# ---- datamem_arbiter ----
### Clock wiring as the flow saved it, datamem_arbiter

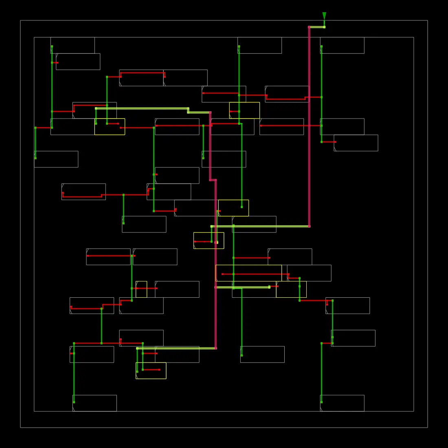
### Ports around the boundary, datamem_arbiter

Pins as bars across the die edge, other pins in grey.
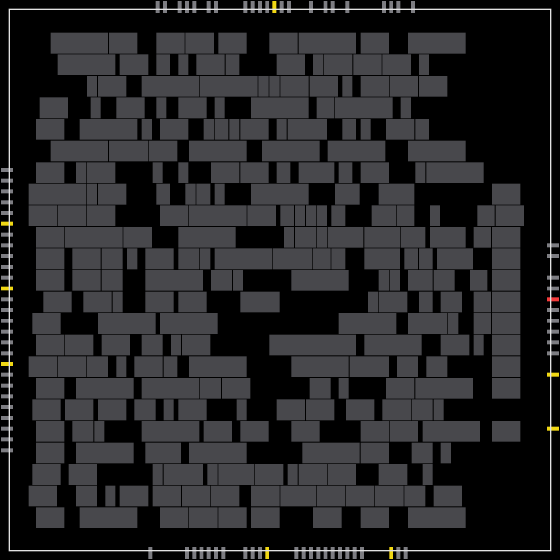
`src/rtl/datamem_arbiter.sv`:
```
// datamem_arbiter: shares the single-ported data memory between port 0 (LSU) and port 1 (loader/debug).
// Latency: gnt/mem_en one cycle after a request is seen in IDLE; read rvalid MEM_LAT+1 cycles after gnt.
// Backpressure: requests are held until gnt and sampled only in IDLE; DATAMEM_ARB_RR_EN selects burst-limited alternation, otherwise port 0 has fixed priority.
module datamem_arbiter #(
    parameter int AW        = 8,
    parameter int DW        = 8,
    parameter int MEM_LAT   = 1,
    parameter int MAX_BURST = 4
) (
    input  logic          clk,
    input  logic          rst_n,
    input  logic          p0_req,
    input  logic          p0_we,
    input  logic [AW-1:0] p0_addr,
    input  logic [DW-1:0] p0_wdata,
    output logic          p0_gnt,
    output logic          p0_rvalid,
    output logic [DW-1:0] p0_rdata,
    input  logic          p1_req,
    input  logic          p1_we,
    input  logic [AW-1:0] p1_addr,
    input  logic [DW-1:0] p1_wdata,
    output logic          p1_gnt,
    output logic          p1_rvalid,
    output logic [DW-1:0] p1_rdata,
    output logic          mem_en,
    output logic          mem_we,
    output logic [AW-1:0] mem_addr,
    output logic [DW-1:0] mem_wdata,
    input  logic [DW-1:0] mem_rdata,
    output logic          busy
);

    if (MEM_LAT < 1 || MEM_LAT > 7) begin : g_bad_lat
        $error("datamem_arbiter: MEM_LAT must be 1..7");
    end
    if (MAX_BURST < 1 || MAX_BURST > 15) begin : g_bad_burst
        $error("datamem_arbiter: MAX_BURST must be 1..15");
    end

    localparam logic [2:0] LAT_INIT = 3'(MEM_LAT);

    typedef enum logic [1:0] {IDLE, ACCESS, WAIT, RESP} state_t;

    state_t        state, state_nxt;
    logic          owner;
    logic          lat_we;
    logic [AW-1:0] lat_addr;
    logic [DW-1:0] lat_wdata;
    logic [2:0]    lat_cnt;
    logic [DW-1:0] rdata0, rdata1;
    logic          win_vld;
    logic          winner;

`ifdef DATAMEM_ARB_RR_EN
    localparam logic [3:0] BURST_LIM = 4'(MAX_BURST);
    logic       last_owner;
    logic [3:0] burst_cnt;
`endif

    always_comb begin
        win_vld = p0_req | p1_req;
        winner  = p1_req;
        if (p0_req && p1_req) begin
`ifdef DATAMEM_ARB_RR_EN
            // burst_cnt == 0 means no burst is running yet, so the tie goes away from last_owner
            if ((burst_cnt != 4'd0) && (burst_cnt < BURST_LIM))
                winner = last_owner;
            else
                winner = ~last_owner;
`else
            winner = 1'b0;
`endif
        end
    end

    always_ff @(posedge clk) begin
        if (!rst_n)
            state <= IDLE;
        else
            state <= state_nxt;
    end

    always_comb begin
        state_nxt = state;
        mem_en    = 1'b0;
        mem_we    = 1'b0;
        p0_gnt    = 1'b0;
        p1_gnt    = 1'b0;
        p0_rvalid = 1'b0;
        p1_rvalid = 1'b0;
        case (state)
            IDLE: begin
                if (win_vld)
                    state_nxt = ACCESS;
            end
            ACCESS: begin
                mem_en    = 1'b1;
                mem_we    = lat_we;
                p0_gnt    = ~owner;
                p1_gnt    = owner;
                state_nxt = lat_we ? IDLE : WAIT;
            end
            WAIT: begin
                if (lat_cnt == 3'd1)
                    state_nxt = RESP;
            end
            RESP: begin
                p0_rvalid = ~owner;
                p1_rvalid = owner;
                state_nxt = IDLE;
            end
            default: state_nxt = IDLE;
        endcase
    end

    always_ff @(posedge clk) begin
        if (!rst_n) begin
            owner     <= 1'b0;
            lat_we    <= 1'b0;
            lat_addr  <= '0;
            lat_wdata <= '0;
            lat_cnt   <= '0;
            rdata0    <= '0;
            rdata1    <= '0;
`ifdef DATAMEM_ARB_RR_EN
            last_owner <= 1'b1;
            burst_cnt  <= '0;
`endif
        end else begin
            case (state)
                IDLE: begin
                    if (win_vld) begin
                        owner     <= winner;
                        lat_we    <= winner ? p1_we    : p0_we;
                        lat_addr  <= winner ? p1_addr  : p0_addr;
                        lat_wdata <= winner ? p1_wdata : p0_wdata;
`ifdef DATAMEM_ARB_RR_EN
                        if (winner == last_owner) begin
                            if (burst_cnt != 4'd15)
                                burst_cnt <= burst_cnt + 4'd1;
                        end else begin
                            burst_cnt  <= 4'd1;
                            last_owner <= winner;
                        end
`endif
                    end
                end
                ACCESS: lat_cnt <= LAT_INIT;
                WAIT: begin
                    lat_cnt <= lat_cnt - 3'd1;
                    if (lat_cnt == 3'd1) begin
                        if (owner)
                            rdata1 <= mem_rdata;
                        else
                            rdata0 <= mem_rdata;
                    end
                end
                default: ;
            endcase
        end
    end

    assign mem_addr  = lat_addr;
    assign mem_wdata = lat_wdata;
    assign p0_rdata  = rdata0;
    assign p1_rdata  = rdata1;
    assign busy      = (state != IDLE);

endmodule

```
`config.mk`:
```
export PLATFORM = sky130hd
export DESIGN_NAME = datamem_arbiter
export DESIGN_NICKNAME = d
export VERILOG_FILES = /design/src/rtl/datamem_arbiter.sv
export SDC_FILE = /design/constraint.sdc
export NUM_CORES = 1
export LEC_CHECK = 0
export CAP_MARGIN = 0
export CORE_MARGIN = 2
export CORE_UTILIZATION = 43
export CTS_CLUSTER_DIAMETER = 120
export CTS_CLUSTER_SIZE = 14
export DETAILED_ROUTE_END_ITERATION = 8
export PLACE_DENSITY = 0.84
export SLEW_MARGIN = 20
export SYNTH_ARGS = -nofsm -noshare
export SYNTH_HDL_FRONTEND = slang
export SYNTH_SLANG_ARGS = --single-unit
```
`constraint.sdc`:
```
create_clock -name clk -period 2.9 [get_ports clk]
set_input_delay 0.58 -clock clk [delete_from_list [all_inputs] [get_ports clk]]
set_output_delay 0.58 -clock clk [all_outputs]
set_load 0.02 [all_outputs]
```
==> flow_summary.yaml <==
# physical design summary
placement:
  hpwlAfterDp_microns: 2790
  place_area_sq_mm: 0.00259
layout:
  n_antenna_cell: 0
  fin_cells: 316
  lay_top_cells: "clkdlybuf4s50_1 (84), dfxtp_1 (39), mux2i_1 (26), nor2_1 (26), nand2_1 (18)"
  final_cell_area_sq_mm: 0.00271
run_status:
  status: "complete, no violations"
logic_synthesis:
  logic_family: "simple AND/OR/NAND/NOR gates"
  top_area_frac: 0.442
  yosysSeqAreaShare: 0.442
  aoi_share: 0.145
  yosys.area_share.simple: 0.157
setup_path:
  path_max_fanout: 7
  path_class: "flop to output port"
  cp-end-kind: "output port"
flow_run:
  tool_warnings: 30
sta:
  rsz0062_at_grt: "no"
  tightest_slew_ns: 0.637
  setup_slack_ns: 0.615
clock_network:
  htree_levels: 2
  cts-resized-gates: 0
  ctsHoldBuffers: 0
grt:
  use_met1: 0.216
  top_usage_layer: "met2"
route:
  drc: 0
  vias: 1534
## Picture notes: 'Clock wiring as the flow saved it' of datamem_arbiter
CTS sink cnt: 39
Post-Route Skew: 0.00631 ns
Clk Latency, worst-skew pair: 0.29 ns
P_clk: 465 uW

## Picture notes: 'Ports around the boundary' of datamem_arbiter
legend:
  mem_we:
    colour: red
    pins: 1
    direction: output
    edge: east
  mem_wdata:
    colour: yellow
    pins: 8
    direction: output
    edge: 3 west, 2 south, 2 east, 1 north
DIE WIDTH: 68.1 microns
Die Y: 68.1 microns
I/O Buffers: 84

-- where the power goes --
group,leakage (uW),internal [uW],switching (uW)
Clock,0.0000612,278,187
Combinational,0.000613,203,192
Sequential,0.000319,583,28.1
Total,0.000994,1060,407
-- area by class of cell --
class                   instances  area, sq um
inverters                       7         26.3
repair buffers                 85          848
flip-flops and latches         39          781
multi-input cells             127          870
well taps                      50         62.6
fillers                       342         1270
clock buffers                   6         82.6
clock inverters                 2         35.0
-- final timing paths --
check	endpoint	cells past startpoint	slack [ns]	startpoint
min reg2reg	p1_rdata[0]$_SDFFE_PN0P_	2	0.46	p1_rdata[0]$_SDFFE_PN0P_
max	busy	4	0.61	state[0]$_SDFFE_PN0P_
max reg2reg	p0_rdata[2]$_SDFFE_PN0P_	5	1.10	state[0]$_SDFFE_PN0P_
min	p1_rdata[0]$_SDFFE_PN0P_	2	0.46	p1_rdata[0]$_SDFFE_PN0P_
-- worst max-delay path, cell delays in order, from the launching register on --
cell and delay [ns]:
dfxtp_1 0.37, inv_1 0.09, ha_1 0.29, inv_1 0.08, clkdlybuf4s50_1 0.59
-- routing by layer --
layer	part of all wire	up-vias
li1	-	799
met2	0.48	45
met3	0.068	6
met5	0	-
met1	0.43	684
met4	0.019	0

# ---- piso_serializer ----
### Clock wiring as the flow saved it, piso_serializer

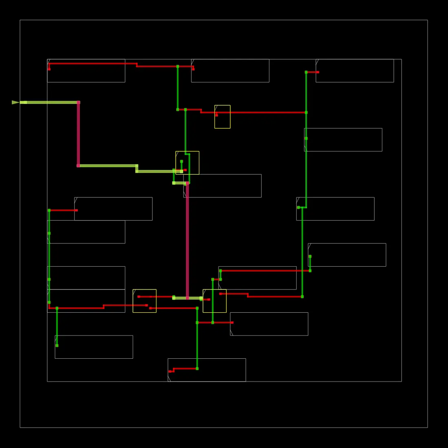
### Ports around the boundary, piso_serializer

Pins as bars across the die edge, other pins in grey.
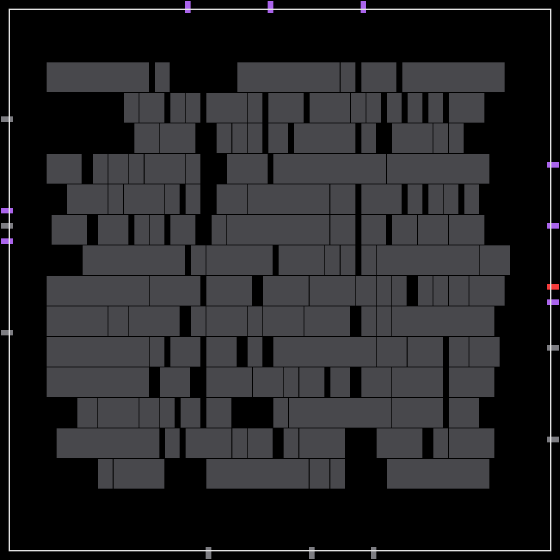
[config.mk]
export PLATFORM = sky130hd
export DESIGN_NAME = piso_serializer
export DESIGN_NICKNAME = d
export VERILOG_FILES = /design/src/rtl/piso_pkg.sv /design/src/rtl/bit_counter.sv /design/src/rtl/piso_serializer.sv
export SDC_FILE = /design/constraint.sdc
export NUM_CORES = 1
export LEC_CHECK = 0
export ABC_AREA = 1
export CORE_MARGIN = 3
export CORE_UTILIZATION = 49
export DETAILED_ROUTE_END_ITERATION = 10
export GPL_TIMING_DRIVEN = 0
export PLACE_DENSITY = 0.72
export SLEW_MARGIN = 20
export SYNTH_ARGS = -nofsm -noshare
export SYNTH_HDL_FRONTEND = slang
export SYNTH_SLANG_ARGS = --single-unit
[constraint.sdc]
create_clock -name clk -period 1.8 [get_ports clk]
set_input_delay 0.54 -clock clk [delete_from_list [all_inputs] [get_ports clk]]
set_output_delay 0.54 -clock clk [all_outputs]
set_load 0.01 [all_outputs]
[src/rtl/piso_pkg.sv]
// Shared state encoding and width helper for the parallel-in/serial-out serializer.
package piso_pkg;

  typedef enum logic [1:0] {
    S_IDLE  = 2'd0,
    S_SHIFT = 2'd1,
    S_DONE  = 2'd2
  } state_e;

  function automatic int CNT_W(input int size);
    return (size > 1) ? $clog2(size) : 1;
  endfunction

endpackage

[src/rtl/bit_counter.sv]
// Bit-position up-counter for the serializer; flags the last bit of a word.
module bit_counter
  import piso_pkg::*;
#(
  parameter int Size = 8
) (
  input  logic clk,
  input  logic clr,
  input  logic clear_i,
  input  logic inc_i,
  output logic tc_o
);

  localparam int W = CNT_W(Size);
  localparam logic [W-1:0] LAST = W'(Size - 1);

  logic [W-1:0] cnt_q;
  logic [W-1:0] cnt_d;

  always_comb begin
    cnt_d = cnt_q;
    if (clear_i) begin
      cnt_d = '0;
    end else if (inc_i) begin
      cnt_d = cnt_q + 1'b1;
    end
  end

  always_ff @(negedge clk or posedge clr) begin
    if (clr) begin
      cnt_q <= '0;
    end else begin
      cnt_q <= cnt_d;
    end
  end

  assign tc_o = (cnt_q == LAST);

endmodule

[src/rtl/piso_serializer.sv]
// Parallel-in/serial-out converter: one word in via valid/ready, one bit out per enabled
// falling edge, framed by sout_valid and closed by a one-cycle done pulse.
//
// state   | meaning
// S_IDLE  | waiting for a word, load_ready high
// S_SHIFT | word in flight, sout carries a payload bit
// S_DONE  | one-cycle completion, done pulse high
module piso_serializer
  import piso_pkg::*;
#(
  parameter int Size      = 8,
  parameter int LSB_FIRST = 1
) (
  input  logic            clk,
  input  logic            clr,
  input  logic            en,
  input  logic            load_valid,
  output logic            load_ready,
  input  logic [Size-1:0] din,
  output logic            sout,
  output logic            sout_valid,
  output logic            busy,
  output logic            done
);

  state_e          state_q;
  logic [Size-1:0] sr_q;
  logic            sout_q;
  logic            sout_valid_q;
  logic            done_q;
  logic            accept;
  logic            cnt_inc;
  logic            cnt_tc;

  assign accept  = (state_q == S_IDLE) && load_valid;
  assign cnt_inc = (state_q == S_SHIFT) && en && !cnt_tc;

  bit_counter #(
    .Size(Size)
  ) u_bit_counter (
    .clk    (clk),
    .clr    (clr),
    .clear_i(accept),
    .inc_i  (cnt_inc),
    .tc_o   (cnt_tc)
  );

  // sr_q holds only the bits not yet placed on sout, so the output bit is always at the same end.
  always_ff @(negedge clk or posedge clr) begin
    if (clr) begin
      state_q      <= S_IDLE;
      sr_q         <= '0;
      sout_q       <= 1'b0;
      sout_valid_q <= 1'b0;
      done_q       <= 1'b0;
    end else begin
      done_q <= 1'b0;
      case (state_q)
        S_IDLE: begin
          if (load_valid) begin
            state_q      <= S_SHIFT;
            sout_valid_q <= 1'b1;
            if (LSB_FIRST != 0) begin
              sout_q <= din[0];
              sr_q   <= din >> 1;
            end else begin
              sout_q <= din[Size-1];
              sr_q   <= din << 1;
            end
          end
        end
        S_SHIFT: begin
          if (en) begin
            if (cnt_tc) begin
              state_q      <= S_DONE;
              sout_q       <= 1'b0;
              sout_valid_q <= 1'b0;
              done_q       <= 1'b1;
            end else if (LSB_FIRST != 0) begin
              sout_q <= sr_q[0];
              sr_q   <= sr_q >> 1;
            end else begin
              sout_q <= sr_q[Size-1];
              sr_q   <= sr_q << 1;
            end
          end
        end
        S_DONE: begin
          state_q <= S_IDLE;
        end
        default: begin
          state_q      <= S_IDLE;
          sout_q       <= 1'b0;
          sout_valid_q <= 1'b0;
        end
      endcase
    end
  end

  assign load_ready = (state_q == S_IDLE);
  assign busy       = (state_q == S_SHIFT) || (state_q == S_DONE);
  assign sout       = sout_q;
  assign sout_valid = sout_valid_q;
  assign done       = done_q;

endmodule

==> flow_summary.yaml <==
# physical design summary
sta:
  slew_headroom: 0.710
  drv_slew: 0
  setup_slack_ns: -0.780
  setup_viol: 16
logic_synthesis:
  synth_cell_types: 13
  yosys.area_share.simple: 0.384
  aoi_share: 0.0302
  yosys-stat-cells: 113
  ys_sh_xor: 0
  synthArstFlopShare: 1.00
  yosysSeqAreaShare: 0.431
floorplan:
  row_count: 14
clock_network:
  root_buffer: "clkbuf_4"
  ctsHoldBuffers: 0
pwr:
  p_seq_uw: 554
  ir_drop_mv: 1.17
setup_path:
  cp-end-kind: "output port"
  arrival_ns: 2.04
run_status:
  violations: "setup timing"
  status: "finished, violations left"
layout:
  fin_util: 0.819
  nClkBuffers: 3
flow_run:
  drv_cap: 0
hold_path:
  worstHoldPathCells: 2
placement:
  hpwlAfterDp_microns: 1320
Notes on 'Clock wiring as the flow saved it' of piso_serializer above:
Post-Route Skew: 0.00546 ns
TritonCTS buffer count: 3
Clk Latency, worst-skew pair: 0.29 ns
flip-flop and latch count: 15

Notes on 'Ports around the boundary' of piso_serializer above:
legend:
  sout_valid:
    colour: red
    pins: 1
    direction: output
    edge: east
  din:
    colour: purple
    pins: 8
    direction: input
    edge: 3 east, 3 north, 2 west
all pins by edge: 6 east, 5 west, 3 south, 3 north
I/O Buffers: 16
DIE WIDTH: 48.2 microns

[cells in the mapped netlist (2+ instances only)]
| cell type | n |
|---|---|
| nand2_4 | 2 |
| o21ai_0 | 2 |
| dfrtn_1 | 15 |
| inv_2 | 2 |
| ha_1 | 6 |
| inv_1 | 8 |
| buf_6 | 2 |
| nand2_2 | 2 |
| nand2_1 | 52 |
| nor2_1 | 5 |
| nand3_1 | 15 |
[per-layer routing]
layer  share of wire  GRT usage  vias up
met5               0          0        -
met4           0.010     0.0484        0
met3           0.028     0.0332        4
met2            0.50      0.326       18
met1            0.46      0.260      400
li1                -          -      419
[sequential cells by signal (all words and copies together) (netlist names)]
signal               cells
sout_valid               1
state_q                  2
u_bit_counter.cnt_q      3
done                     1
sr_q                     7
sout                     1
[stage by stage]
| stage | area (sq um) | total power, uW | TNS [ns] |
|---|---|---|---|
| after global routing | 1310 | 2200 | -4.44 |
| final | 1310 | 2050 | -4.03 |
| after CTS | 1280 | 1970 | -4.01 |
| after detailed placement | 1140 | 1560 | -21.42 |
| after floorplan | 946 | 1300 | -3.85 |
| after global placement | 1140 | 1520 | -20.40 |

# ---- uart_rx_sync ----
File: config.mk
export PLATFORM = sky130hd
export DESIGN_NAME = uart_rx_sync
export DESIGN_NICKNAME = d
export VERILOG_FILES = /design/src/rtl/uart_pkg.sv /design/src/rtl/uart_sync_2ff.sv /design/src/rtl/uart_rx_sync.sv
export SDC_FILE = /design/constraint.sdc
export NUM_CORES = 1
export LEC_CHECK = 0
export ABC_AREA = 0
export CAP_MARGIN = 20
export CORE_MARGIN = 2
export CORE_UTILIZATION = 55
export CTS_BUF_LIST = sky130_fd_sc_hd__clkbuf_8
export DETAILED_ROUTE_END_ITERATION = 10
export PLACE_DENSITY = 0.85
export SLEW_MARGIN = 5
export SYNTH_ARGS = -nofsm -noshare
export SYNTH_HDL_FRONTEND = slang
export SYNTH_HIERARCHICAL = 1
export SYNTH_SLANG_ARGS = --single-unit
File: constraint.sdc
create_clock -name clock -period 2.3 [get_ports clock]
set_input_delay 0.46 -clock clock [delete_from_list [all_inputs] [get_ports clock]]
set_output_delay 0.46 -clock clock [all_outputs]
set_load 0.01 [all_outputs]
File: src/rtl/uart_pkg.sv
// Shared UART definitions: receiver state encoding, baud/width defaults and counter sizing helpers.
// Defaults fall back to 8 bits at 50 MHz / 115200 baud when the board config macros are absent.
`ifndef WIDTH
`define WIDTH 8
`endif
`ifndef CLK_FREQ
`define CLK_FREQ 50000000
`endif
`ifndef BAUD_RATE
`define BAUD_RATE 115200
`endif

package uart_pkg;

    typedef enum logic [2:0] {
        ST_IDLE,
        ST_START,
        ST_DATA,
        ST_STOP,
        ST_BREAK
    } uart_state_e;

    localparam int DATA_WIDTH     = `WIDTH;
    localparam int CLOCKS_PER_BIT = `CLK_FREQ / `BAUD_RATE;
    localparam int HALF_BIT       = CLOCKS_PER_BIT / 2;

    function automatic int baud_cnt_width(input int clocks_per_bit);
        return $clog2(clocks_per_bit);
    endfunction

    function automatic int bit_cnt_width(input int width);
        return $clog2(width) + 1;
    endfunction

endpackage

File: src/rtl/uart_sync_2ff.sv
// Two-flop synchronizer for asynchronous board inputs; both flops reset to RESET_VALUE.
module uart_sync_2ff #(
    parameter logic RESET_VALUE = 1'b1
) (
    input  logic clock,
    input  logic reset,
    input  logic d,
    output logic q
);

    logic meta;

    always_ff @(posedge clock) begin
        if (reset) begin
            meta <= RESET_VALUE;
            q    <= RESET_VALUE;
        end else begin
            meta <= d;
            q    <= meta;
        end
    end

endmodule

File: src/rtl/uart_rx_sync.sv
// 8N1 UART receiver: synchronizes rx, samples each bit at mid-bit, strobes valid or frame_error.
// Define UART_RX_MAJORITY_EN for 2-of-3 majority sampling (decisions one cycle later).
module uart_rx_sync #(
    parameter int WIDTH          = uart_pkg::DATA_WIDTH,
    parameter int CLOCKS_PER_BIT = uart_pkg::CLOCKS_PER_BIT
) (
    input  logic             clock,
    input  logic             reset,
    input  logic             rx,
    output logic [WIDTH-1:0] data,
    output logic             valid,
    output logic             frame_error,
    output logic             busy
);

    import uart_pkg::*;

    localparam int CW = baud_cnt_width(CLOCKS_PER_BIT);
    localparam int BW = bit_cnt_width(WIDTH);
    localparam logic [CW-1:0] HALF_LOAD = CW'(CLOCKS_PER_BIT / 2 - 1);
    localparam logic [CW-1:0] FULL_LOAD = CW'(CLOCKS_PER_BIT - 1);
    localparam logic [CW-1:0] CNT_ONE   = CW'(1);
    localparam logic [BW-1:0] LAST_BIT  = BW'(WIDTH - 1);
    localparam logic [BW-1:0] BIT_ONE   = BW'(1);

    uart_state_e      state, state_n;
    logic [CW-1:0]    baud_cnt;
    logic [BW-1:0]    bit_cnt;
    logic [WIDTH-1:0] shift_reg;
    logic             rx_s, rx_hist, fall;
    logic             cnt_zero, sampling;
    logic             sample_tick, sample_bit;
    logic             load_half, do_shift, take_data, take_err;

    uart_sync_2ff #(.RESET_VALUE(1'b1)) u_sync (
        .clock (clock),
        .reset (reset),
        .d     (rx),
        .q     (rx_s)
    );

    always_ff @(posedge clock) begin
        if (reset) rx_hist <= 1'b1;
        else       rx_hist <= rx_s;
    end

    assign fall     = rx_hist & ~rx_s;
    assign cnt_zero = (baud_cnt == '0);
    assign sampling = (state == ST_START) || (state == ST_DATA) || (state == ST_STOP);
    assign busy     = (state != ST_IDLE);

`ifdef UART_RX_MAJORITY_EN
    // Votes at counter 1 and 0 are held; the third is the live line one cycle after reload.
    logic maj_a, maj_b, maj_pend;

    always_ff @(posedge clock) begin
        if (reset) begin
            maj_a    <= 1'b1;
            maj_b    <= 1'b1;
            maj_pend <= 1'b0;
        end else begin
            if (baud_cnt == CNT_ONE) maj_a <= rx_s;
            if (cnt_zero)            maj_b <= rx_s;
            maj_pend <= sampling && cnt_zero;
        end
    end

    assign sample_tick = maj_pend;
    assign sample_bit  = (maj_a & maj_b) | (maj_a & rx_s) | (maj_b & rx_s);
`else
    assign sample_tick = sampling && cnt_zero;
    assign sample_bit  = rx_s;
`endif

    always_ff @(posedge clock) begin
        if (reset) state <= ST_IDLE;
        else       state <= state_n;
    end

    always_comb begin
        state_n   = state;
        load_half = 1'b0;
        do_shift  = 1'b0;
        take_data = 1'b0;
        take_err  = 1'b0;
        case (state)
            ST_IDLE: begin
                if (fall) begin
                    state_n   = ST_START;
                    load_half = 1'b1;
                end
            end
            ST_START: begin
                if (sample_tick) state_n = sample_bit ? ST_IDLE : ST_DATA;
            end
            ST_DATA: begin
                if (sample_tick) begin
                    do_shift = 1'b1;
                    if (bit_cnt == LAST_BIT) state_n = ST_STOP;
                end
            end
            ST_STOP: begin
                if (sample_tick) begin
                    if (sample_bit) begin
                        take_data = 1'b1;
                        state_n   = ST_IDLE;
                    end else begin
                        take_err  = 1'b1;
                        state_n   = ST_BREAK;
                    end
                end
            end
            ST_BREAK: begin
                if (rx_s) state_n = ST_IDLE;
            end
            default: state_n = ST_IDLE;
        endcase
    end

    // valid is a bare strobe with no ready: the consumer must capture data in the cycle valid is high.
    // The baud counter free-runs with period CLOCKS_PER_BIT once a frame starts, so every
    // state entry after START lands on a fresh reload.
    always_ff @(posedge clock) begin
        if (reset) begin
            baud_cnt    <= '0;
            bit_cnt     <= '0;
            shift_reg   <= '0;
            data        <= '0;
            valid       <= 1'b0;
            frame_error <= 1'b0;
        end else begin
            valid       <= take_data;
            frame_error <= take_err;
            if (load_half)     baud_cnt <= HALF_LOAD;
            else if (sampling) baud_cnt <= cnt_zero ? FULL_LOAD : baud_cnt - CNT_ONE;
            if (load_half)     bit_cnt <= '0;
            else if (do_shift) bit_cnt <= bit_cnt + BIT_ONE;
            if (do_shift)  shift_reg <= {sample_bit, shift_reg[WIDTH-1:1]};
            if (take_data) data      <= shift_reg;
        end
    end

endmodule

### Ports around the boundary, uart_rx_sync

Pins as bars across the die edge, other pins in grey.
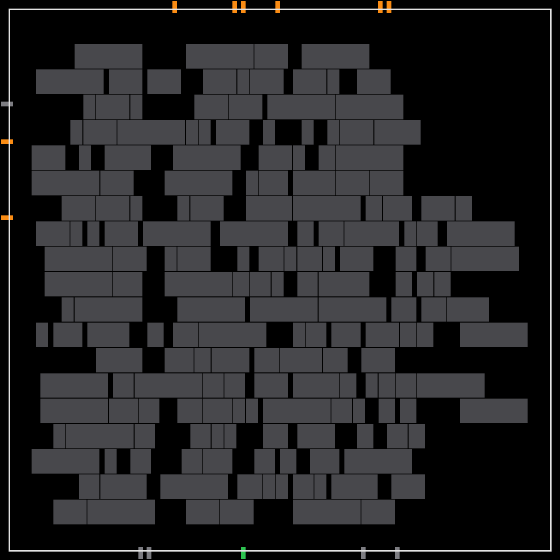
legend:
  busy:
    colour: green
    pins: 1
    direction: output
    edge: south
  data:
    colour: orange
    pins: 8
    direction: output
    edge: 6 north, 2 west

### Where the registers sit, uart_rx_sync

Scale bar: 20 microns.
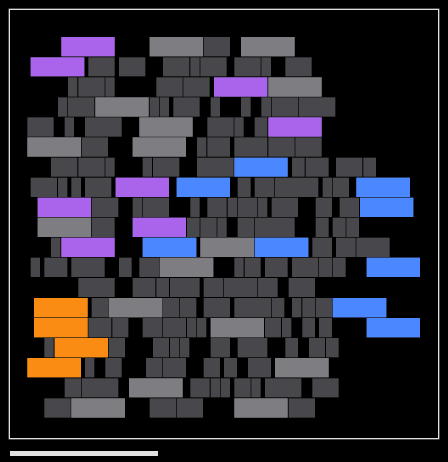
legend:
  shift_reg:
    colour: purple
    sequential_cells: 8
  baud_cnt:
    colour: blue
    sequential_cells: 9
  bit_cnt:
    colour: orange
    sequential_cells: 4
    where: south-west
not coloured: 16
Seq area share: 0.398
total sequential power: 740 uW
Flop area: 741 sq um

==> flow_summary.yaml <==
# physical design summary
placement:
  gp_congestion: 0.814
  pre_cts_slack_ns: 0.194
  dp.cells: 207
layout:
  drive_above_1_share: 0.0978
  n_antenna_cell: 0
  comb_share: 0.436
  buf_share: 0.0861
  n_all_inverters: 2
  syn_to_final_growth_pct: 15.9
run_status:
  status: "complete, no violations"
setup_path:
  r2r_end: "data[1]$_SDFFE_PP0P_"
  reg2reg_depth: 6
  cp-end-kind: "flop"
  max_stage_delay_ns: 0.56
  path_class: "flop to flop"
  arrival_ns: 2.31
sta:
  finalHoldViolCount: 0
  slew_headroom: 0.583
  setup_slack_ns: 0.170
  period_needed_ns: 2.13
logic_synthesis:
  netlist_instances: 170
  common_cells: "dfxtp_1 (37), nor2_1 (26), mux2i_1 (17), nand2_1 (9)"
  aoi_share: 0.119
  synth_area_per_cell_sq_um: 9.44
  yosys.area_share.simple: 0.241
  ys_sh_mux: 0.106
  synth_cell_types: 44
  most_common_cell: "dfxtp_1"
  adder_share: 0.0234
clock_network:
  worstSkewPairLatency_ns: 0.30
  cts_buffer_depth: 2
  cts_tree: "yes"
  clk_pin_slew_ns: 0.07
  cts-resized-gates: 0
floorplan:
  chip_area_sq_mm: 0.00337
  die_height_microns: 58.0
  boundaryPins: 14
pwr:
  internal-power_uw: 1130
  ir_drop_mv: 0.714
route:
  wl_met3_microns: 140
  met1Wirelength_microns: 1460
  vias_per_cell: 6.06
### Wiring by layer, uart_rx_sync

Only two layers are drawn.
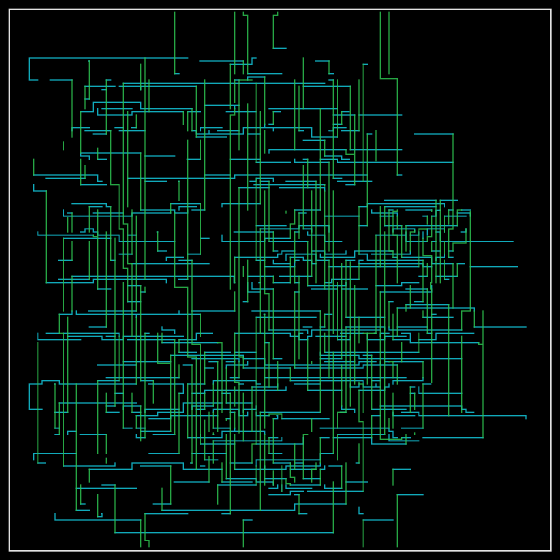
legend:
  metal 2:
    colour: green
    wire_length: 1,550 microns
  metal 1:
    colour: cyan
    wire_length: 1,460 microns
GRT Total Usage: 0.216
per-cell routed wire length: 15.1 microns
Via Count: 1,302
final wirelength: 3250 microns

==> placed cells by master, fill, tap and decap left out, types with 3 or more instances in the layout <==
cell	count
ha_1	3
nand2b_1	3
clkdlybuf4s50_1	13
buf_4	4
nand4_1	3
mux2i_1	17
nor3_1	4
a21oi_1	8
o21ai_0	4
nand2_1	9
clkbuf_8	7
dfxtp_1	37
nor2_1	26
xor2_1	3
a31oi_1	4
==> how the worst max path moves through the flow <==
stage                                         from                   end  slack [ns]  cells past startpoint
after floorplan           baud_cnt[0]$_SDFFE_PP0P_  data[0]$_SDFFE_PP0P_        0.41                      7
after global placement    baud_cnt[0]$_SDFFE_PP0P_  data[5]$_SDFFE_PP0P_        0.31                      6
after detailed placement  baud_cnt[0]$_SDFFE_PP0P_  data[1]$_SDFFE_PP0P_        0.19                      6
after CTS                 baud_cnt[0]$_SDFFE_PP0P_  data[1]$_SDFFE_PP0P_        0.18                      6
after global routing      baud_cnt[0]$_SDFFE_PP0P_  data[1]$_SDFFE_PP0P_        0.04                      6
final                     baud_cnt[0]$_SDFFE_PP0P_  data[1]$_SDFFE_PP0P_        0.17                      6

# ---- clock_reset_sequencer ----
--- src/rtl/clock_reset_sequencer.sv ---
// Clock/reset sequencer: debounces clock_unit lock, then releases
// ADC reset, DAC reset and ready in order; any lock loss re-asserts all.
// Ports:
//   i_clock, i_reset (async, active-low)
//   i_valid (async lock input)
//   o_adc_reset, o_dac_reset (active-high)
//   o_ready, o_timeout (sticky)
//   o_relock_count[7:0] (saturating), o_state[2:0] (debug)
module clock_reset_sequencer #(
  parameter int STABLE_CYCLES  = 256,
  parameter int GAP_CYCLES     = 16,
  parameter int TIMEOUT_CYCLES = 1000000
) (
  input  logic       i_clock,
  input  logic       i_reset,
  input  logic       i_valid,
  output logic       o_adc_reset,
  output logic       o_dac_reset,
  output logic       o_ready,
  output logic       o_timeout,
  output logic [7:0] o_relock_count,
  output logic [2:0] o_state
);

  localparam logic [2:0] S_WAIT    = 3'd0;
  localparam logic [2:0] S_DEB     = 3'd1;
  localparam logic [2:0] S_REL_ADC = 3'd2;
  localparam logic [2:0] S_REL_DAC = 3'd3;
  localparam logic [2:0] S_RUN     = 3'd4;

  localparam int MAXC =
    (STABLE_CYCLES > GAP_CYCLES) ?
    STABLE_CYCLES : GAP_CYCLES;
  localparam int CW =
    (MAXC > 1) ? $clog2(MAXC) : 1;
  localparam int TW =
    (TIMEOUT_CYCLES > 1) ?
    $clog2(TIMEOUT_CYCLES) : 1;

  localparam logic [CW-1:0] STB_LAST =
    CW'(STABLE_CYCLES - 1);
  localparam logic [CW-1:0] GAP_LAST =
    CW'(GAP_CYCLES - 1);
  localparam logic [TW-1:0] TMO_LAST =
    TW'((TIMEOUT_CYCLES > 0) ?
        (TIMEOUT_CYCLES - 1) : 0);
  localparam bit TMO_EN = (TIMEOUT_CYCLES > 0);

  logic          r_sync1;
  logic          r_valid_s;
  logic [2:0]    r_state;
  logic [CW-1:0] r_cnt;
  logic [TW-1:0] r_timer;
  logic          r_adc_reset;
  logic          r_dac_reset;
  logic          r_ready;
  logic          r_timeout;
  logic [7:0]    r_relock;

  logic [2:0]    w_next;
  logic          w_loss;
  logic [CW-1:0] w_last;
  logic          w_cnt_done;

  assign w_last =
    (r_state == S_DEB) ? STB_LAST : GAP_LAST;
  assign w_cnt_done = (r_cnt == w_last);

  always_comb begin
    w_next = r_state;
    w_loss = 1'b0;
    unique case (r_state)
      S_WAIT: begin
        if (r_valid_s) w_next = S_DEB;
      end
      S_DEB: begin
        if (!r_valid_s) w_loss = 1'b1;
        else if (w_cnt_done) w_next = S_REL_ADC;
      end
      S_REL_ADC: begin
        if (!r_valid_s) w_loss = 1'b1;
        else if (w_cnt_done) w_next = S_REL_DAC;
      end
      S_REL_DAC: begin
        if (!r_valid_s) w_loss = 1'b1;
        else if (w_cnt_done) w_next = S_RUN;
      end
      S_RUN: begin
        if (!r_valid_s) w_loss = 1'b1;
      end
      default: w_next = S_WAIT;
    endcase
    // lock loss wins over any pending step
    if (w_loss) w_next = S_WAIT;
  end

  always_ff @(posedge i_clock or negedge i_reset) begin
    if (!i_reset) begin
      r_sync1   <= 1'b0;
      r_valid_s <= 1'b0;
    end else begin
      r_sync1   <= i_valid;
      r_valid_s <= r_sync1;
    end
  end

  always_ff @(posedge i_clock or negedge i_reset) begin
    if (!i_reset) begin
      r_state     <= S_WAIT;
      r_cnt       <= '0;
      r_adc_reset <= 1'b1;
      r_dac_reset <= 1'b1;
      r_ready     <= 1'b0;
    end else begin
      r_state <= w_next;
      if (w_next != r_state)
        r_cnt <= '0;
      else if (r_state != S_WAIT &&
               r_state != S_RUN &&
               !w_cnt_done)
        r_cnt <= r_cnt + CW'(1);
      // outputs follow the state being entered
      r_adc_reset <= !(w_next == S_REL_ADC ||
                       w_next == S_REL_DAC ||
                       w_next == S_RUN);
      r_dac_reset <= !(w_next == S_REL_DAC ||
                       w_next == S_RUN);
      r_ready     <= (w_next == S_RUN);
    end
  end

  always_ff @(posedge i_clock or negedge i_reset) begin
    if (!i_reset) begin
      r_timer   <= '0;
      r_timeout <= 1'b0;
    end else begin
      if (w_next == S_WAIT && r_state != S_WAIT)
        r_timer <= '0;
      else if (r_state == S_WAIT &&
               r_timer != TMO_LAST)
        r_timer <= r_timer + TW'(1);
      if (TMO_EN && r_state == S_WAIT &&
          r_timer == TMO_LAST)
        r_timeout <= 1'b1;
    end
  end

  always_ff @(posedge i_clock or negedge i_reset) begin
    if (!i_reset)
      r_relock <= 8'd0;
    else if (w_loss && r_relock != 8'd255)
      r_relock <= r_relock + 8'd1;
  end

  assign o_adc_reset    = r_adc_reset;
  assign o_dac_reset    = r_dac_reset;
  assign o_ready        = r_ready;
  assign o_timeout      = r_timeout;
  assign o_relock_count = r_relock;
  assign o_state        = r_state;

endmodule

--- config.mk ---
export PLATFORM = sky130hd
export DESIGN_NAME = clock_reset_sequencer
export DESIGN_NICKNAME = d
export VERILOG_FILES = /design/src/rtl/clock_reset_sequencer.sv
export SDC_FILE = /design/constraint.sdc
export NUM_CORES = 1
export LEC_CHECK = 0
export CAP_MARGIN = 10
export CORE_ASPECT_RATIO = 1.1
export CORE_MARGIN = 8
export CORE_UTILIZATION = 50
export DETAILED_ROUTE_END_ITERATION = 10
export PLACE_DENSITY_LB_ADDON = 0.3
export SYNTH_ARGS = -nofsm -noshare
export SYNTH_HDL_FRONTEND = slang
export SYNTH_SLANG_ARGS = --single-unit
--- constraint.sdc ---
create_clock -name i_clock -period 3.7 [get_ports i_clock]
set_input_delay 0.74 -clock i_clock [delete_from_list [all_inputs] [get_ports i_clock]]
set_output_delay 0.74 -clock i_clock [all_outputs]
set_load 0.005 [all_outputs]
### Selected gate families, clock_reset_sequencer

Scale bar: 20 microns.
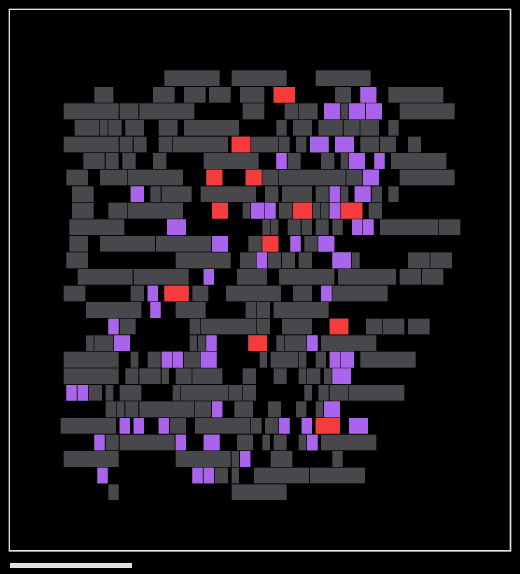
legend:
  non-inverting ao/oa cells:
    colour: red
    cells: 12
  aoi and oai cells:
    colour: purple
    cells: 56
    most_used: a21oi_1
most frequent logic cell in the layout: dfrtp_1
fin cells: 318
logic share of the area: 0.445

### Where the registers sit, clock_reset_sequencer

Scale bar: 20 microns.
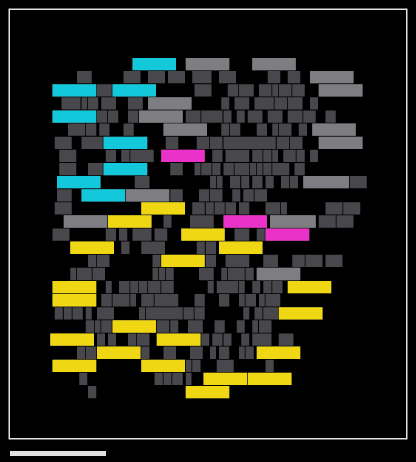
legend:
  o_state:
    colour: magenta
    sequential_cells: 3
  r_timer:
    colour: yellow
    sequential_cells: 20
  o_relock_count:
    colour: cyan
    sequential_cells: 8
    where: north-west
not coloured: 14

### Wiring by layer, clock_reset_sequencer

Only two layers are drawn.
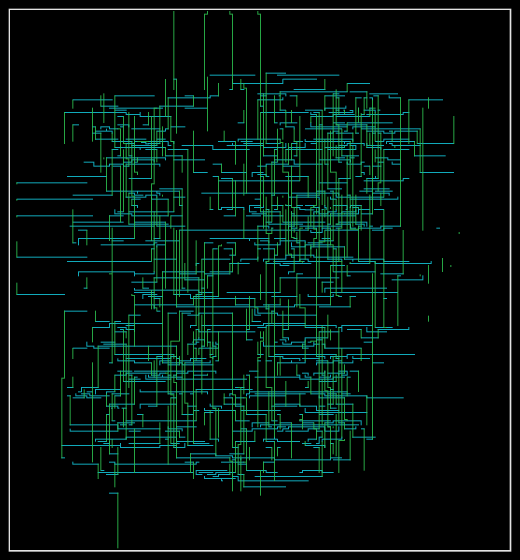
legend:
  metal 1:
    colour: cyan
    wire_length: 2,350 microns
  metal 2:
    colour: green
    wire_length: 2,260 microns

## cell families after synthesis
| logic type | share of synthesized area |
|---|---|
| AND-OR/OR-AND | 0.186 |
| multiplexers | 0.0224 |
| flip-flops | 0.469 |
| AND/OR/NAND/NOR | 0.252 |
| XOR/XNOR | 0.0291 |
| buffers and inverters | 0.0255 |
| adder cells (fa/ha/maj) | 0.0156 |
## registers in the layout (all words and copies together), names as in the netlist
name / count
o_dac_reset: 1
r_timer: 20
o_ready: 1
o_adc_reset: 1
r_sync1: 1
o_relock_count: 8
o_timeout: 1
r_valid_s: 1
o_state: 3
r_cnt: 8
## cells in the mapped netlist, types with 3 or more instances
master,instances,area share
a21oi_1,22,0.046
a22oi_1,3,0.0094
a41oi_1,3,0.011
and2_1,4,0.010
and3_1,6,0.016
buf_2,4,0.0083
clkbuf_1,5,0.0078
dfrtp_1,43,0.45
ha_1,3,0.016
inv_1,6,0.0094
mux2_2,3,0.014
nand2_1,18,0.028
nand2b_1,4,0.010
nand3_1,10,0.021
nand4_1,12,0.031
nor2_1,5,0.0078
nor2b_1,3,0.0078
nor3_1,7,0.015
o21ai_0,12,0.025
o31ai_1,8,0.025
or3_1,8,0.021
or4_1,8,0.025
xnor2_1,7,0.025
==> flow_summary.yaml <==
# physical design summary
run_status:
  status: "complete, no violations"
setup_path:
  cp-endpoint: "o_state[2]"
  r2r_end: "r_timer[19]$_DFFE_PN0P_"
  critPathTopFamily: "flip-flops"
  reg2reg_depth: 5
  reg2reg_from: "o_state[1]$_DFF_PN0_"
  max_stage_delay_ns: 0.63
sta:
  setup_slack_ns: 1.44
  skew_ns: 0.00678
  setup_tns_ns: 0
route:
  drtIter0Drc: 185
  met1Wirelength_microns: 2350
  drc: 0
  highest_layer: "met4"
  vias: 1968
pwr:
  power.switching_uw: 323
  p_sw_frac: 0.275
  p_leak_uw: 0.00110
clock_network:
  cts.sinks: 45
  cts-resized-gates: 0
logic_synthesis:
  synth-main-ff-cell: "dfrtp_1"
  synthArstFlopShare: 1.00
  synth_area_per_cell_sq_um: 9.86
hold_path:
  hold_path_class: "flop to flop"
floorplan:
  initial_utilization: 0.517
grt:
  track_usage: 0.153
layout:
  syn_to_final_growth_pct: 13.6
  clk_share: 0.0421

# ---- blink_detector ----
### src/rtl/blink_pkg.sv
// Shared definitions for the blink detector: FSM encoding and default parameters.
package blink_pkg;

  localparam int unsigned CNT_W_DEF   = 16;
  localparam int unsigned TOL_DEF     = 4;
  localparam int unsigned LOCK_N_DEF  = 4;
  localparam int unsigned EDGE_CNT_W  = 8;

  typedef enum logic [1:0] {
    ST_IDLE    = 2'd0,
    ST_MEASURE = 2'd1,
    ST_LOCKED  = 2'd2
  } state_e;

endpackage

### src/rtl/sync_edge.sv
// Two-flop synchronizer for an asynchronous level, plus a registered toggle detector
// that flags the cycle in which the synchronized level differs from its previous value.
module sync_edge (
  input  logic clk,
  input  logic rst_n,
  input  logic async_in,
  output logic level,
  output logic edge_evt
);

  logic s1_q, s1_d;
  logic s2_q, s2_d;
  logic evt_q, evt_d;

  always_comb begin
    s1_d  = async_in;
    s2_d  = s1_q;
    evt_d = s1_q ^ s2_q;
  end

  always_ff @(posedge clk or negedge rst_n) begin
    if (!rst_n) begin
      s1_q  <= 1'b0;
      s2_q  <= 1'b0;
      evt_q <= 1'b0;
    end else begin
      s1_q  <= s1_d;
      s2_q  <= s2_d;
      evt_q <= evt_d;
    end
  end

  assign level    = s2_q;
  assign edge_evt = evt_q;

endmodule

### src/rtl/blink_detector.sv
// Measures the half-period of an asynchronous blink waveform and locks when
// LOCK_N consecutive half-periods fall within TOL clocks of the expected value.
module blink_detector
  import blink_pkg::*;
#(
  parameter int unsigned CNT_W  = CNT_W_DEF,
  parameter int unsigned TOL    = TOL_DEF,
  parameter int unsigned LOCK_N = LOCK_N_DEF
) (
  input  logic                  clk,
  input  logic                  rst_n,
  input  logic                  ena,
  input  logic                  blink_in,
  input  logic [CNT_W-1:0]      expected_half,
  output logic [CNT_W-1:0]      half_period,
  output logic                  period_valid,
  output logic                  locked,
  output logic                  lost,
  output logic [EDGE_CNT_W-1:0] edge_count
);

  localparam int unsigned MATCH_W = $clog2(LOCK_N + 1);
  localparam logic [CNT_W-1:0] CNT_MAX = '1;

  logic edge_evt;
  logic blink_level_unused;

  sync_edge u_sync_edge (
    .clk      (clk),
    .rst_n    (rst_n),
    .async_in (blink_in),
    .level    (blink_level_unused),
    .edge_evt (edge_evt)
  );

  state_e                  state_q, state_d;
  logic [CNT_W-1:0]        run_cnt_q, run_cnt_d;
  logic [CNT_W-1:0]        half_period_q, half_period_d;
  logic [MATCH_W-1:0]      match_q, match_d;
  logic                    period_valid_q, period_valid_d;
  logic                    locked_q, locked_d;
  logic                    lost_q, lost_d;
  logic [EDGE_CNT_W-1:0]   edge_count_q, edge_count_d;

  logic                    run_sat;
  logic [CNT_W-1:0]        meas;
  logic [CNT_W:0]          meas_x, exp_x, abs_diff, timeout_thr;
  logic                    is_match, timeout;
  logic [MATCH_W-1:0]      match_inc;

  // Measurement, tolerance window and timeout threshold, all without wrap
  always_comb begin
    run_sat     = (run_cnt_q == CNT_MAX);
    meas        = run_sat ? run_cnt_q : run_cnt_q + 1'b1;
    meas_x      = {1'b0, meas};
    exp_x       = {1'b0, expected_half};
    abs_diff    = (meas_x >= exp_x) ? (meas_x - exp_x) : (exp_x - meas_x);
    is_match    = (abs_diff <= (CNT_W + 1)'(TOL));
    timeout_thr = exp_x + (CNT_W + 1)'(TOL + 1);
    timeout     = ({1'b0, run_cnt_q} >= timeout_thr);
    match_inc   = match_q + MATCH_W'(1);
  end

  always_comb begin
    state_d        = state_q;
    run_cnt_d      = edge_evt ? '0 : (run_sat ? run_cnt_q : run_cnt_q + 1'b1);
    half_period_d  = half_period_q;
    match_d        = match_q;
    period_valid_d = 1'b0;
    lost_d         = 1'b0;
    edge_count_d   = edge_count_q;

    if (!ena) begin
      state_d      = ST_IDLE;
      run_cnt_d    = '0;
      match_d      = '0;
      edge_count_d = '0;
    end else begin
      if (edge_evt) edge_count_d = edge_count_q + EDGE_CNT_W'(1);
      case (state_q)
        ST_IDLE: begin
          // First edge is only a reference; nothing is measured yet
          if (edge_evt) begin
            state_d = ST_MEASURE;
            match_d = '0;
          end
        end
        ST_MEASURE: begin
          if (edge_evt) begin
            half_period_d  = meas;
            period_valid_d = 1'b1;
            if (is_match) begin
              if (32'(match_inc) >= LOCK_N) begin
                state_d = ST_LOCKED;
                match_d = '0;
              end else begin
                match_d = match_inc;
              end
            end else begin
              match_d = '0;
            end
          end else if (run_sat) begin
            state_d = ST_IDLE;
          end
        end
        ST_LOCKED: begin
          // An edge takes priority over a timeout reached in the same cycle
          if (edge_evt) begin
            half_period_d  = meas;
            period_valid_d = 1'b1;
            if (!is_match) begin
              state_d = ST_MEASURE;
              match_d = '0;
              lost_d  = 1'b1;
            end
          end else if (timeout) begin
            state_d = ST_IDLE;
            lost_d  = 1'b1;
          end
        end
        default: state_d = ST_IDLE;
      endcase
    end

    locked_d = (state_d == ST_LOCKED);
  end

  always_ff @(posedge clk or negedge rst_n) begin
    if (!rst_n) begin
      state_q        <= ST_IDLE;
      run_cnt_q      <= '0;
      half_period_q  <= '0;
      match_q        <= '0;
      period_valid_q <= 1'b0;
      locked_q       <= 1'b0;
      lost_q         <= 1'b0;
      edge_count_q   <= '0;
    end else begin
      state_q        <= state_d;
      run_cnt_q      <= run_cnt_d;
      half_period_q  <= half_period_d;
      match_q        <= match_d;
      period_valid_q <= period_valid_d;
      locked_q       <= locked_d;
      lost_q         <= lost_d;
      edge_count_q   <= edge_count_d;
    end
  end

  assign half_period  = half_period_q;
  assign period_valid = period_valid_q;
  assign locked       = locked_q;
  assign lost         = lost_q;
  assign edge_count   = edge_count_q;

endmodule

### config.mk
export PLATFORM = sky130hd
export DESIGN_NAME = blink_detector
export DESIGN_NICKNAME = d
export VERILOG_FILES = /design/src/rtl/blink_pkg.sv /design/src/rtl/sync_edge.sv /design/src/rtl/blink_detector.sv
export SDC_FILE = /design/constraint.sdc
export NUM_CORES = 1
export LEC_CHECK = 0
export ABC_AREA = 1
export CAP_MARGIN = 30
export CORE_MARGIN = 2
export CORE_UTILIZATION = 29
export CTS_BUF_LIST = sky130_fd_sc_hd__clkbuf_16
export CTS_CLUSTER_DIAMETER = 80
export CTS_CLUSTER_SIZE = 14
export DETAILED_ROUTE_END_ITERATION = 10
export PLACE_DENSITY = 0.53
export SYNTH_ARGS = -nofsm -noshare
export SYNTH_HDL_FRONTEND = slang
export SYNTH_SLANG_ARGS = --single-unit
### constraint.sdc
create_clock -name clk -period 3.7 [get_ports clk]
set_input_delay 0.37 -clock clk [delete_from_list [all_inputs] [get_ports clk]]
set_output_delay 0.37 -clock clk [all_outputs]
set_load 0.05 [all_outputs]
### Wiring by layer, blink_detector

Only two layers are drawn.
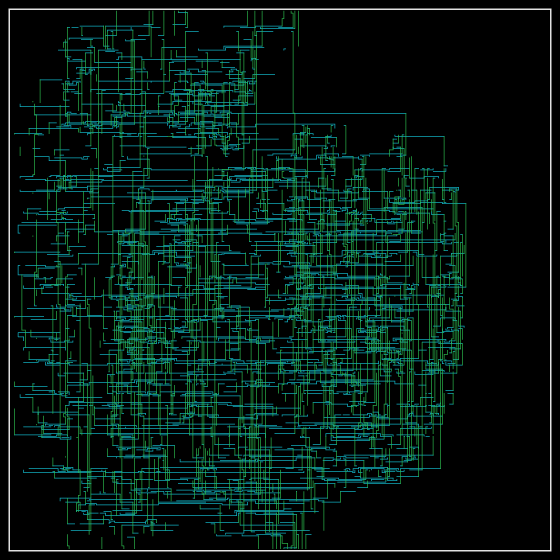
legend:
  metal 1:
    colour: cyan
    wire_length: 7,770 microns
  metal 2:
    colour: green
    wire_length: 7,220 microns
per-cell routed wire length: 13.5 microns
final wirelength: 15,900 microns
GRT Total Usage: 0.177
Via Count: 5,417

-- kinds of logic after synthesis --
logic type / after synthesis
compound gates: 86
simple gates: 429
buf+inv: 130
xor+xnor: 31
flops: 51
fa+ha+maj: 56
-- routing by layer --
layer / track usage / share of wire / wire [microns]
met4: 0.0770 / 0.033 / 529
met5: 0 / 0 / 0
met2: 0.291 / 0.46 / 7220
met1: 0.239 / 0.49 / 7770
met3: 0.0134 / 0.021 / 335
-- layout by cell type, fill, tap and decap left out, types with 5 or more instances in the layout --
cell and count:
nand3_1 51, clkbuf_16 5, buf_4 123, dfrtp_1 51, nor2_1 69, xor2_1 25, inv_2 8, a21oi_1 36
nor3_1 16, o21ai_0 32, inv_1 111, nand2_1 217, clkdlybuf4s50_1 45, nand4_1 20, ha_1 48, nand3_2 8
nand2_2 15, nor2_2 9, nor2_4 7, ha_4 5
-- final cells by class --
type | count | area, sq um
Multi-Input combinational cell | 603 | 3580
Sequential cell | 51 | 1280
Clock buffer | 5 | 125
Fill cell | 1782 | 10100
Tap cell | 225 | 282
Inverter | 121 | 462
Timing Repair Buffer | 169 | 1380
Clock inverter | 3 | 20.0
==> flow_summary.yaml <==
# physical design summary
setup_path:
  cp-endpoint: "lost$_DFF_PN0_"
  crit_cells: 31
  path_max_fanout: 5
  cp-end-kind: "flop"
floorplan:
  boundaryPins: 47
  die_height_microns: 136
  core-area_sq_mm: 0.0172
  row_count: 48
  dieWidth_microns: 136
sta:
  setup_tns_ns: -0.446
  setup_slack_ns: -0.123
  finalHoldViolCount: 0
  fin_hold_ws_ns: 0.0521
  skew_ns: 0.00812
  rsz0062_at_grt: "yes"
  setup_viol: 6
route:
  drtIter0Drc: 236
logic_synthesis:
  synthArstFlopShare: 1.00
  yosysSeqAreaShare: 0.251
  yosys_area_sq_mm: 0.00509
  most_common_cell: "nand2_1"
  top_area_frac: 0.251
  syn_nets: 859
pwr:
  internal-power_uw: 1020
  p_clk_uw: 455
  ir_drop_mv: 0.289
run_status:
  violations: "setup timing"
  status: "finished, violations left"
placement:
  gp_congestion: 0.910
layout:
  fin_util: 0.413
  drive_above_1_share: 0.216
grt:
  grt_pass1_vias: 5433
flow_run:
  tool_warnings: 47
  drv_cap: 0
clock_network:
  postCtsSetupRepairBufs: 9
  root_buffer: "clkbuf_16"
  worstSkewPairLatency_ns: 0.29


==> gallery <==
Where the registers sit.
Plate I
Scale bar: 50 microns.
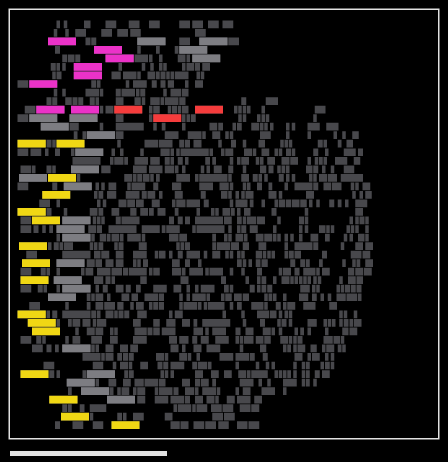
Plate II
Scale bar: 10 microns.
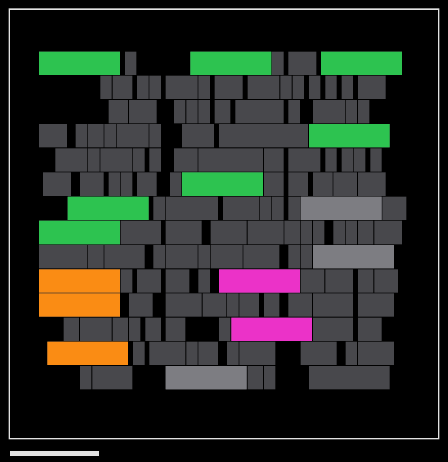
Plate III
Scale bar: 20 microns.
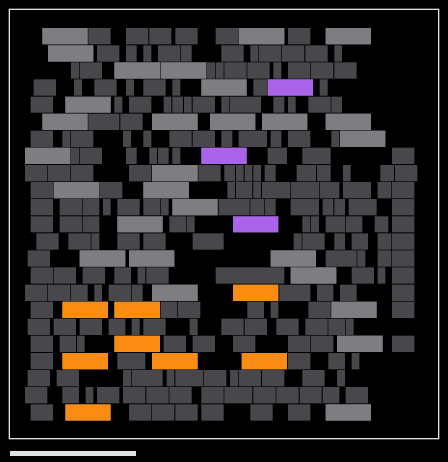
- Plate I = blink_detector
- Plate II = piso_serializer
- Plate III = datamem_arbiter
Of these, fewest cells: Plate II

Key to Plate III:
legend:
  mem_addr:
    colour: orange
    sequential_cells: 8
  lat_cnt:
    colour: purple
    sequential_cells: 3
not coloured: 28

Power is estimated from default activity; no workload was simulated.
